=== keypad_scanner_flat ===
keypad_scanner_flat/final_congestion.png
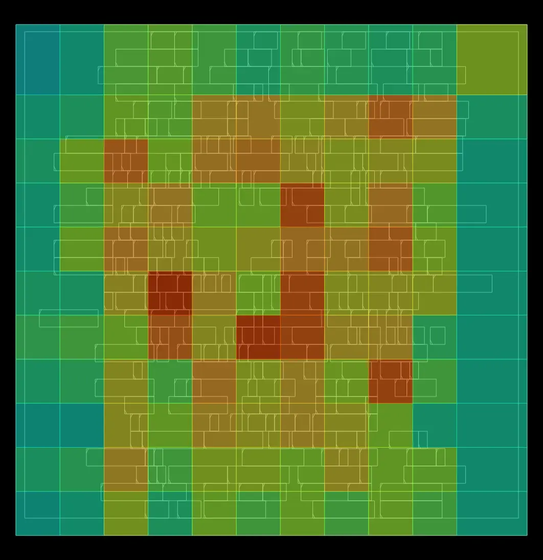

$ cat src/rtl/keypad_scanner_pkg.sv
// rtl/keypad_scanner_pkg.sv - shared types, key map and helpers for the keypad scanner
// Matrix geometry, key-code constants, frame/FSM enums and code helpers.
package keypad_pkg;

  localparam int NROWS = 4;
  localparam int NCOLS = 3;

  localparam logic [3:0] KEY_STAR = 4'd10;
  localparam logic [3:0] KEY_HASH = 4'd11;

  typedef enum logic [1:0] {
    FR_NONE,
    FR_SINGLE,
    FR_MULTI
  } frame_res_e;

  typedef enum logic [1:0] {
    ST_IDLE,
    ST_CAND,
    ST_PRESSED
  } state_e;

  function automatic logic [9:0] onehot10(input logic [3:0] code);
    return (code <= 4'd9) ? (10'd1 << code) : 10'd0;
  endfunction

  // Rows 0..2 hold digits 1..9 in reading order; row 3 is '*', 0, '#'.
  function automatic logic [3:0] key_at(input logic [1:0] row, input logic [1:0] col);
    logic [3:0] code;
    if (row == 2'd3) begin
      unique case (col)
        2'd0:    code = KEY_STAR;
        2'd1:    code = 4'd0;
        default: code = KEY_HASH;
      endcase
    end else begin
      code = {2'b00, row} * 4'd3 + {2'b00, col} + 4'd1;
    end
    return code;
  endfunction

endpackage

$ cat src/rtl/keypad_scanner_if.sv
// rtl/keypad_scanner_if.sv - tenkey output bundle from the scanner to the lock controller
// The scanner drives the master side; consumers use the slave side.
interface keypad_scanner_if;

  logic [9:0] tenkey;
  logic [3:0] key_code;
  logic       key_held;
  logic       key_valid;

  modport master (
    output tenkey,
    output key_code,
    output key_held,
    output key_valid
  );

  modport slave (
    input tenkey,
    input key_code,
    input key_held,
    input key_valid
  );

endinterface

$ cat src/rtl/keypad_scanner_sync_2ff.sv
// rtl/keypad_scanner_sync_2ff.sv - two-flop synchronizer for asynchronous inputs
// RESET_VAL lets active-low inputs come out of reset in their inactive state.
module sync_2ff #(
  parameter int               WIDTH     = 1,
  parameter logic [WIDTH-1:0] RESET_VAL = '0
) (
  input  logic             clk,
  input  logic             rst_n,
  input  logic [WIDTH-1:0] d_i,
  output logic [WIDTH-1:0] q_o
);

  logic [WIDTH-1:0] meta_q;
  logic [WIDTH-1:0] sync_q;

  always_ff @(posedge clk or negedge rst_n) begin
    if (!rst_n) begin
      meta_q <= RESET_VAL;
      sync_q <= RESET_VAL;
    end else begin
      meta_q <= d_i;
      sync_q <= meta_q;
    end
  end

  assign q_o = sync_q;

endmodule

$ cat src/rtl/keypad_scanner.sv
// rtl/keypad_scanner.sv - 4x3 matrix scanner with frame-based debounce
// Scans one column per dwell period, classifies each frame, and debounces single keys.
module keypad_scanner
  import keypad_pkg::*;
#(
  parameter int COL_DWELL       = 4,
  parameter int DEBOUNCE_FRAMES = 3
) (
  input  logic             clk,
  input  logic             rst_n,
  input  logic [NROWS-1:0] row_n,
  output logic [NCOLS-1:0] col_n,
  keypad_scanner_if.master tk
);

  localparam int DW = (COL_DWELL > 1) ? $clog2(COL_DWELL) : 1;
  localparam int CW = $clog2(DEBOUNCE_FRAMES + 1);
  localparam logic [DW-1:0] DWELL_LAST = DW'(COL_DWELL - 1);
  localparam logic [CW-1:0] DB_LIMIT   = CW'(DEBOUNCE_FRAMES);
  localparam logic [CW-1:0] CNT_ONE    = CW'(1);

  logic [NROWS-1:0] row_sync;
  logic [DW-1:0]    dwell_q;
  logic [1:0]       col_q;
  logic [NCOLS-1:0] col_n_q;
  logic [1:0]       acc_cnt_q, acc_cnt_d;
  logic [3:0]       acc_code_q, acc_code_d;
  logic             sample, frame_end;
  logic [2:0]       n_act;
  logic [1:0]       r_idx;
  frame_res_e       fr;

  state_e           state_q;
  logic [3:0]       cand_q;
  logic [CW-1:0]    cnt_q, rel_q, cnt_inc, rel_inc;
  logic [9:0]       tenkey_q;
  logic [3:0]       key_code_q;
  logic             key_held_q;
  logic             key_valid_q;

  sync_2ff #(
    .WIDTH    (NROWS),
    .RESET_VAL({NROWS{1'b1}})
  ) u_row_sync (
    .clk  (clk),
    .rst_n(rst_n),
    .d_i  (row_n),
    .q_o  (row_sync)
  );

  assign sample    = (dwell_q == DWELL_LAST);
  assign frame_end = sample && (col_q == 2'd2);

  always_comb begin
    n_act = '0;
    r_idx = '0;
    for (int r = 0; r < NROWS; r++) begin
      if (!row_sync[r]) begin
        n_act = n_act + 3'd1;
        r_idx = 2'(r);
      end
    end
  end

  // acc_cnt saturates at 2 (= multi); the column-2 sample is folded in combinationally.
  always_comb begin
    acc_cnt_d  = acc_cnt_q;
    acc_code_d = acc_code_q;
    fr         = FR_NONE;
    if (n_act >= 3'd2 || (n_act == 3'd1 && acc_cnt_q != 2'd0)) begin
      acc_cnt_d = 2'd2;
    end else if (n_act == 3'd1) begin
      acc_cnt_d  = 2'd1;
      acc_code_d = key_at(r_idx, col_q);
    end
    if (acc_cnt_d == 2'd1) begin
      fr = FR_SINGLE;
    end else if (acc_cnt_d == 2'd2) begin
      fr = FR_MULTI;
    end
  end

  always_ff @(posedge clk or negedge rst_n) begin
    if (!rst_n) begin
      dwell_q    <= '0;
      col_q      <= '0;
      col_n_q    <= 3'b110;
      acc_cnt_q  <= '0;
      acc_code_q <= '0;
    end else if (sample) begin
      dwell_q <= '0;
      if (col_q == 2'd2) begin
        col_q      <= '0;
        col_n_q    <= 3'b110;
        acc_cnt_q  <= '0;
        acc_code_q <= '0;
      end else begin
        col_q      <= col_q + 2'd1;
        col_n_q    <= {col_n_q[1:0], 1'b1};
        acc_cnt_q  <= acc_cnt_d;
        acc_code_q <= acc_code_d;
      end
    end else begin
      dwell_q <= dwell_q + 1'b1;
    end
  end

  assign cnt_inc = (cnt_q == DB_LIMIT) ? cnt_q : cnt_q + CNT_ONE;
  assign rel_inc = (rel_q == DB_LIMIT) ? rel_q : rel_q + CNT_ONE;

  always_ff @(posedge clk or negedge rst_n) begin
    if (!rst_n) begin
      state_q     <= ST_IDLE;
      cand_q      <= '0;
      cnt_q       <= '0;
      rel_q       <= '0;
      tenkey_q    <= '0;
      key_code_q  <= '0;
      key_held_q  <= 1'b0;
      key_valid_q <= 1'b0;
    end else begin
      key_valid_q <= 1'b0;
      if (frame_end) begin
        unique case (state_q)
          ST_IDLE: begin
            if (fr == FR_SINGLE) begin
              cand_q <= acc_code_d;
              cnt_q  <= CNT_ONE;
              rel_q  <= '0;
              if (DEBOUNCE_FRAMES == 1) begin
                state_q     <= ST_PRESSED;
                key_valid_q <= 1'b1;
                key_held_q  <= 1'b1;
                key_code_q  <= acc_code_d;
                tenkey_q    <= onehot10(acc_code_d);
              end else begin
                state_q <= ST_CAND;
              end
            end
          end
          ST_CAND: begin
            if (fr == FR_SINGLE && acc_code_d == cand_q) begin
              cnt_q <= cnt_inc;
              if (cnt_inc == DB_LIMIT) begin
                state_q     <= ST_PRESSED;
                rel_q       <= '0;
                key_valid_q <= 1'b1;
                key_held_q  <= 1'b1;
                key_code_q  <= cand_q;
                tenkey_q    <= onehot10(cand_q);
              end
            end else if (fr == FR_SINGLE) begin
              cand_q <= acc_code_d;
              cnt_q  <= CNT_ONE;
            end else begin
              state_q <= ST_IDLE;
              cnt_q   <= '0;
            end
          end
          ST_PRESSED: begin
            if (fr == FR_SINGLE && acc_code_d == cand_q) begin
              rel_q <= '0;
            end else if (rel_inc == DB_LIMIT) begin
              state_q    <= ST_IDLE;
              cnt_q      <= '0;
              rel_q      <= '0;
              tenkey_q   <= '0;
              key_code_q <= '0;
              key_held_q <= 1'b0;
            end else begin
              rel_q <= rel_inc;
            end
          end
          default: state_q <= ST_IDLE;
        endcase
      end
    end
  end

  assign col_n        = col_n_q;
  assign tk.tenkey    = tenkey_q;
  assign tk.key_code  = key_code_q;
  assign tk.key_held  = key_held_q;
  assign tk.key_valid = key_valid_q;

endmodule

$ cat src/flat_wrapper.sv
// flat-port wrapper written by rule: the top's interface ports become plain ports
module keypad_scanner_flat import keypad_pkg::*;
#(
  parameter int COL_DWELL       = 4,
  parameter int DEBOUNCE_FRAMES = 3
)
  (clk, rst_n, row_n, col_n, tk_tenkey, tk_key_code, tk_key_held, tk_key_valid);
  keypad_scanner_if tk_i ();
  input  logic clk;
  input  logic rst_n;
  input  logic [NROWS-1:0] row_n;
  output logic [NCOLS-1:0] col_n;
  output wire logic [$bits(tk_i.tenkey)-1:0] tk_tenkey;
  output wire logic [$bits(tk_i.key_code)-1:0] tk_key_code;
  output wire logic [$bits(tk_i.key_held)-1:0] tk_key_held;
  output wire logic [$bits(tk_i.key_valid)-1:0] tk_key_valid;
  assign tk_tenkey = tk_i.tenkey;
  assign tk_key_code = tk_i.key_code;
  assign tk_key_held = tk_i.key_held;
  assign tk_key_valid = tk_i.key_valid;
  keypad_scanner #(.COL_DWELL(COL_DWELL), .DEBOUNCE_FRAMES(DEBOUNCE_FRAMES)) u_core (.clk(clk), .rst_n(rst_n), .row_n(row_n), .col_n(col_n), .tk(tk_i));
endmodule
$ cat config.mk
export PLATFORM = sky130hd
export DESIGN_NAME = keypad_scanner_flat
export DESIGN_NICKNAME = d
export VERILOG_FILES = /design/src/rtl/keypad_scanner_pkg.sv /design/src/rtl/keypad_scanner_if.sv /design/src/rtl/keypad_scanner_sync_2ff.sv /design/src/rtl/keypad_scanner.sv /design/src/flat_wrapper.sv
export SDC_FILE = /design/constraint.sdc
export NUM_CORES = 1
export LEC_CHECK = 0
export CAP_MARGIN = 30
export CORE_UTILIZATION = 44
export CTS_CLUSTER_SIZE = 30
export DETAILED_ROUTE_END_ITERATION = 8
export PLACE_DENSITY = 0.71
export SLEW_MARGIN = 5
export SYNTH_ARGS = -nofsm -noshare
export SYNTH_HDL_FRONTEND = slang
export SYNTH_SLANG_ARGS = --single-unit
$ cat constraint.sdc
create_clock -name clk -period 5.3 [get_ports clk]
set_input_delay 1.06 -clock clk [delete_from_list [all_inputs] [get_ports clk]]
set_output_delay 1.06 -clock clk [all_outputs]
set_load 0.005 [all_outputs]
=== nes_pad_reader ===
$ cat config.mk
export PLATFORM = sky130hd
export DESIGN_NAME = nes_pad_reader
export DESIGN_NICKNAME = d
export VERILOG_FILES = /design/src/rtl/nes_pad_reader.sv
export SDC_FILE = /design/constraint.sdc
export NUM_CORES = 1
export LEC_CHECK = 0
export CORE_ASPECT_RATIO = 0.5
export CORE_MARGIN = 3
export CORE_UTILIZATION = 55
export CTS_CLUSTER_SIZE = 8
export DETAILED_ROUTE_END_ITERATION = 16
export PLACE_DENSITY = 0.81
export SLEW_MARGIN = 20
export SYNTH_ARGS = -nofsm -noshare
export SYNTH_HDL_FRONTEND = slang
export SYNTH_SLANG_ARGS = --single-unit
$ cat constraint.sdc
create_clock -name clk_i -period 2.5 [get_ports clk_i]
set_input_delay 0.375 -clock clk_i [delete_from_list [all_inputs] [get_ports clk_i]]
set_output_delay 0.375 -clock clk_i [all_outputs]
set_load 0.005 [all_outputs]
$ cat src/rtl/nes_pad_reader.sv
// NES gamepad (CD4021) reader: drives latch/clock, samples active-low serial data into A..Right byte.
// Optional `NES_PAD_DEBOUNCE_EN: accept a new byte only when two consecutive reads agree.
module nes_pad_reader #(
  parameter int TICK_DIV = 300,
  parameter int POLL_DIV = 833333
) (
  input  logic       clk_i,
  input  logic       reset_n_i,
  input  logic       start_i,
  input  logic       pad_data_i,
  output logic       pad_latch_o,
  output logic       pad_clk_o,
  output logic [7:0] buttons_o,
  output logic       valid_o,
  output logic       busy_o
);

  localparam int TW = $clog2(2 * TICK_DIV + 1);
  localparam logic [TW-1:0] TICK_LAST  = TW'(TICK_DIV - 1);
  localparam logic [TW-1:0] LATCH_LAST = TW'(2 * TICK_DIV - 1);

  typedef enum logic [2:0] {
    S_IDLE, S_LATCH, S_SAMPLE, S_CLK_HI, S_CLK_LO, S_DONE
  } state_t;

  state_t        state_q;
  logic [TW-1:0] tick_q;
  logic [2:0]    bit_cnt_q;
  logic [7:0]    cap_q;
  logic [7:0]    buttons_q;
  logic          latch_q;
  logic          pclk_q;
  logic          valid_q;
  logic          busy_q;
  logic [1:0]    sync_q;
  logic          poll_strobe;
  logic          pressed;
  logic [7:0]    cap_d;
  logic [7:0]    buttons_d;

  always_ff @(posedge clk_i or negedge reset_n_i) begin
    if (!reset_n_i) sync_q <= 2'b00;
    else            sync_q <= {sync_q[0], pad_data_i};
  end

  assign pressed = ~sync_q[1];
  assign cap_d   = {cap_q[6:0], pressed};

  generate
    if (POLL_DIV > 0) begin : g_poll
      localparam int PW = $clog2(POLL_DIV + 1);
      localparam logic [PW-1:0] POLL_LAST = PW'(POLL_DIV - 1);
      logic [PW-1:0] poll_cnt_q;

      always_ff @(posedge clk_i or negedge reset_n_i) begin
        if (!reset_n_i)                poll_cnt_q <= '0;
        else if (poll_cnt_q == POLL_LAST) poll_cnt_q <= '0;
        else                           poll_cnt_q <= poll_cnt_q + PW'(1);
      end

      assign poll_strobe = (poll_cnt_q == POLL_LAST);
    end else begin : g_no_poll
      assign poll_strobe = 1'b0;
    end
  endgenerate

`ifdef NES_PAD_DEBOUNCE_EN
  logic [7:0] prev_q;

  always_ff @(posedge clk_i or negedge reset_n_i) begin
    if (!reset_n_i)
      prev_q <= 8'h00;
    else if (state_q == S_SAMPLE && bit_cnt_q == 3'd7)
      prev_q <= cap_d;
  end

  assign buttons_d = (cap_d == prev_q) ? cap_d : buttons_q;
`else
  assign buttons_d = cap_d;
`endif

  // Outputs are set on the transition into each state so they are valid for the whole state.
  always_ff @(posedge clk_i or negedge reset_n_i) begin
    if (!reset_n_i) begin
      state_q   <= S_IDLE;
      tick_q    <= '0;
      bit_cnt_q <= 3'd0;
      cap_q     <= 8'h00;
      buttons_q <= 8'h00;
      latch_q   <= 1'b0;
      pclk_q    <= 1'b0;
      valid_q   <= 1'b0;
      busy_q    <= 1'b0;
    end else begin
      valid_q <= 1'b0;
      case (state_q)
        S_IDLE: begin
          if (start_i || poll_strobe) begin
            state_q   <= S_LATCH;
            tick_q    <= '0;
            bit_cnt_q <= 3'd0;
            latch_q   <= 1'b1;
            busy_q    <= 1'b1;
          end
        end
        S_LATCH: begin
          if (tick_q == LATCH_LAST) begin
            state_q <= S_SAMPLE;
            tick_q  <= '0;
            latch_q <= 1'b0;
          end else begin
            tick_q <= tick_q + TW'(1);
          end
        end
        S_SAMPLE: begin
          cap_q     <= cap_d;
          bit_cnt_q <= bit_cnt_q + 3'd1;
          tick_q    <= '0;
          if (bit_cnt_q == 3'd7) begin
            state_q   <= S_DONE;
            valid_q   <= 1'b1;
            buttons_q <= buttons_d;
          end else begin
            state_q <= S_CLK_HI;
            pclk_q  <= 1'b1;
          end
        end
        S_CLK_HI: begin
          if (tick_q == TICK_LAST) begin
            state_q <= S_CLK_LO;
            tick_q  <= '0;
            pclk_q  <= 1'b0;
          end else begin
            tick_q <= tick_q + TW'(1);
          end
        end
        S_CLK_LO: begin
          if (tick_q == TICK_LAST) begin
            state_q <= S_SAMPLE;
            tick_q  <= '0;
          end else begin
            tick_q <= tick_q + TW'(1);
          end
        end
        S_DONE: begin
          state_q <= S_IDLE;
          tick_q  <= '0;
          busy_q  <= 1'b0;
        end
        default: begin
          state_q <= S_IDLE;
          tick_q  <= '0;
          latch_q <= 1'b0;
          pclk_q  <= 1'b0;
          busy_q  <= 1'b0;
        end
      endcase
    end
  end

  assign pad_latch_o = latch_q;
  assign pad_clk_o   = pclk_q;
  assign buttons_o   = buttons_q;
  assign valid_o     = valid_q;
  assign busy_o      = busy_q;

endmodule

nes_pad_reader/registers.png
Scale: 4 px per um.
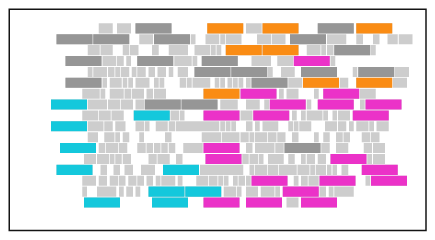
- magenta: `g_poll.poll_cnt_q` (placed flops 20)
- orange: `buttons_o` (placed flops 8)
- cyan: `tick_q` (placed flops 10)
- not coloured: 19
flop share of the area: 46.32%
Seq group: 0.00123 W
utilization after layout: 68.29%
sequential cell area: 1426 um^2

==> results.cfg, nes_pad_reader <==
; yosys + openroad results
[run_status]
outcome = completed

[cells_and_area]
stdcell_count = 352
comb_area_share_pct = 37.34
clk_share_pct = 7.111
drive_gt1_share_pct = 10.84

[floorplanning]
die_x_um = 103.8

[global_routing]
track_usage_pct = 20.46
antenna_found_initial = 0

[synth]
synth_adder_area_share_pct = 2.376
most_common_cell = dfrtp_1

[critical_path]
slowest_stage = or4_1
cp-startpoint = tick_q[0]
path_cells = ha_1 > nand4bb_1 > or4_1 > a32o_1 > and3_1 > a221o_1

[power]
p_sw_w = 0.0008690

[routing]
vias = 1964
drt_wl_total_um = 5226
keypad_scanner_flat/met3.png
Scale: 3 px per um. Cells faint in the background.
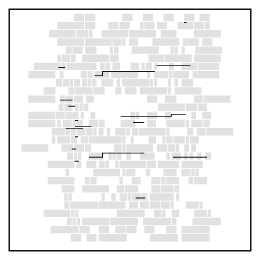
- share of all routed wire: 2.3%
- longest straight run: 17.2 um

About keypad_scanner_flat/final_congestion.png:
utilization after layout: 52.27%
met3 usage: 3.314%
met2 usage: 27.78%

==> results.cfg, keypad_scanner_flat <==
; yosys + openroad results
[run_status]
outcome = completed

[critical_path]
start_kind = flip-flop
path_cells = inv_1 > o21ai_0 > fa_1 > inv_1 > fa_1 > a221oi_1 > nor2_1 > or4_4 > o31a_4 > o41a_1 > nor2_4 > mux2_2
slowest_stage = dfstp_2

[synth]
synth.distinct_cells = 57
yosysCellCount = 256

[placement]
dp_cells = 348
dp_hpwl_um = 3750

[sta]
final_hold_viol_count = 0
worst_slack_ns = 0.6384

[flow_run]
warning_count = 30

[global_routing]
grt-ovfl-total = 0

[cells_and_area]
seq-cell-share_pct = 38.63
drive_gt1_share_pct = 14.59

[clock_tree]
cts_hold_buf = 0

[routing]
top_layer = met4

## Gallery

Clock network drawn from the DEF.
Scale: 4 px per um.
shot_01.png
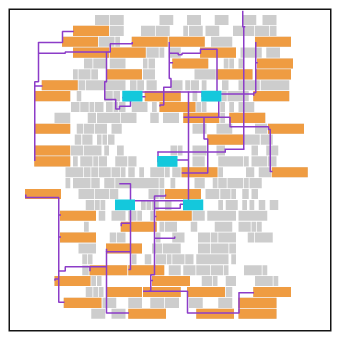
shot_02.png
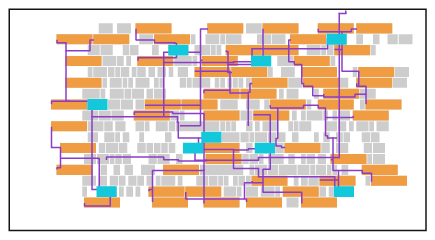
keypad_scanner_flat: shot_01.png
nes_pad_reader: shot_02.png
- most sequential cells: shot_02.png

Key to shot_02.png:
- purple: clock wires (length 795 um)
- orange: flip-flops (count 57)
- cyan: cells driving clock nets (count 9)
- routed clock nets: 10



==> layout pictures side by side <==
Routed metal, one colour a layer.
panel A
Scale: 3 px per um.
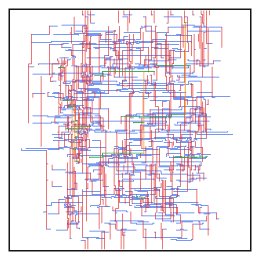
panel B
Scale: 4 px per um.
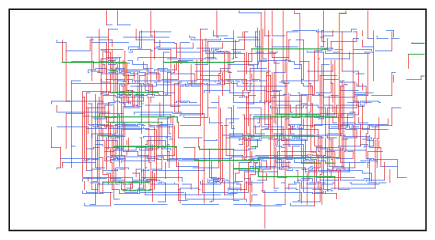
| from | picture |
|---|---|
| nes_pad_reader | panel B |
| keypad_scanner_flat | panel A |

Power figures rest on the tool's default switching activity, not on a simulated workload.
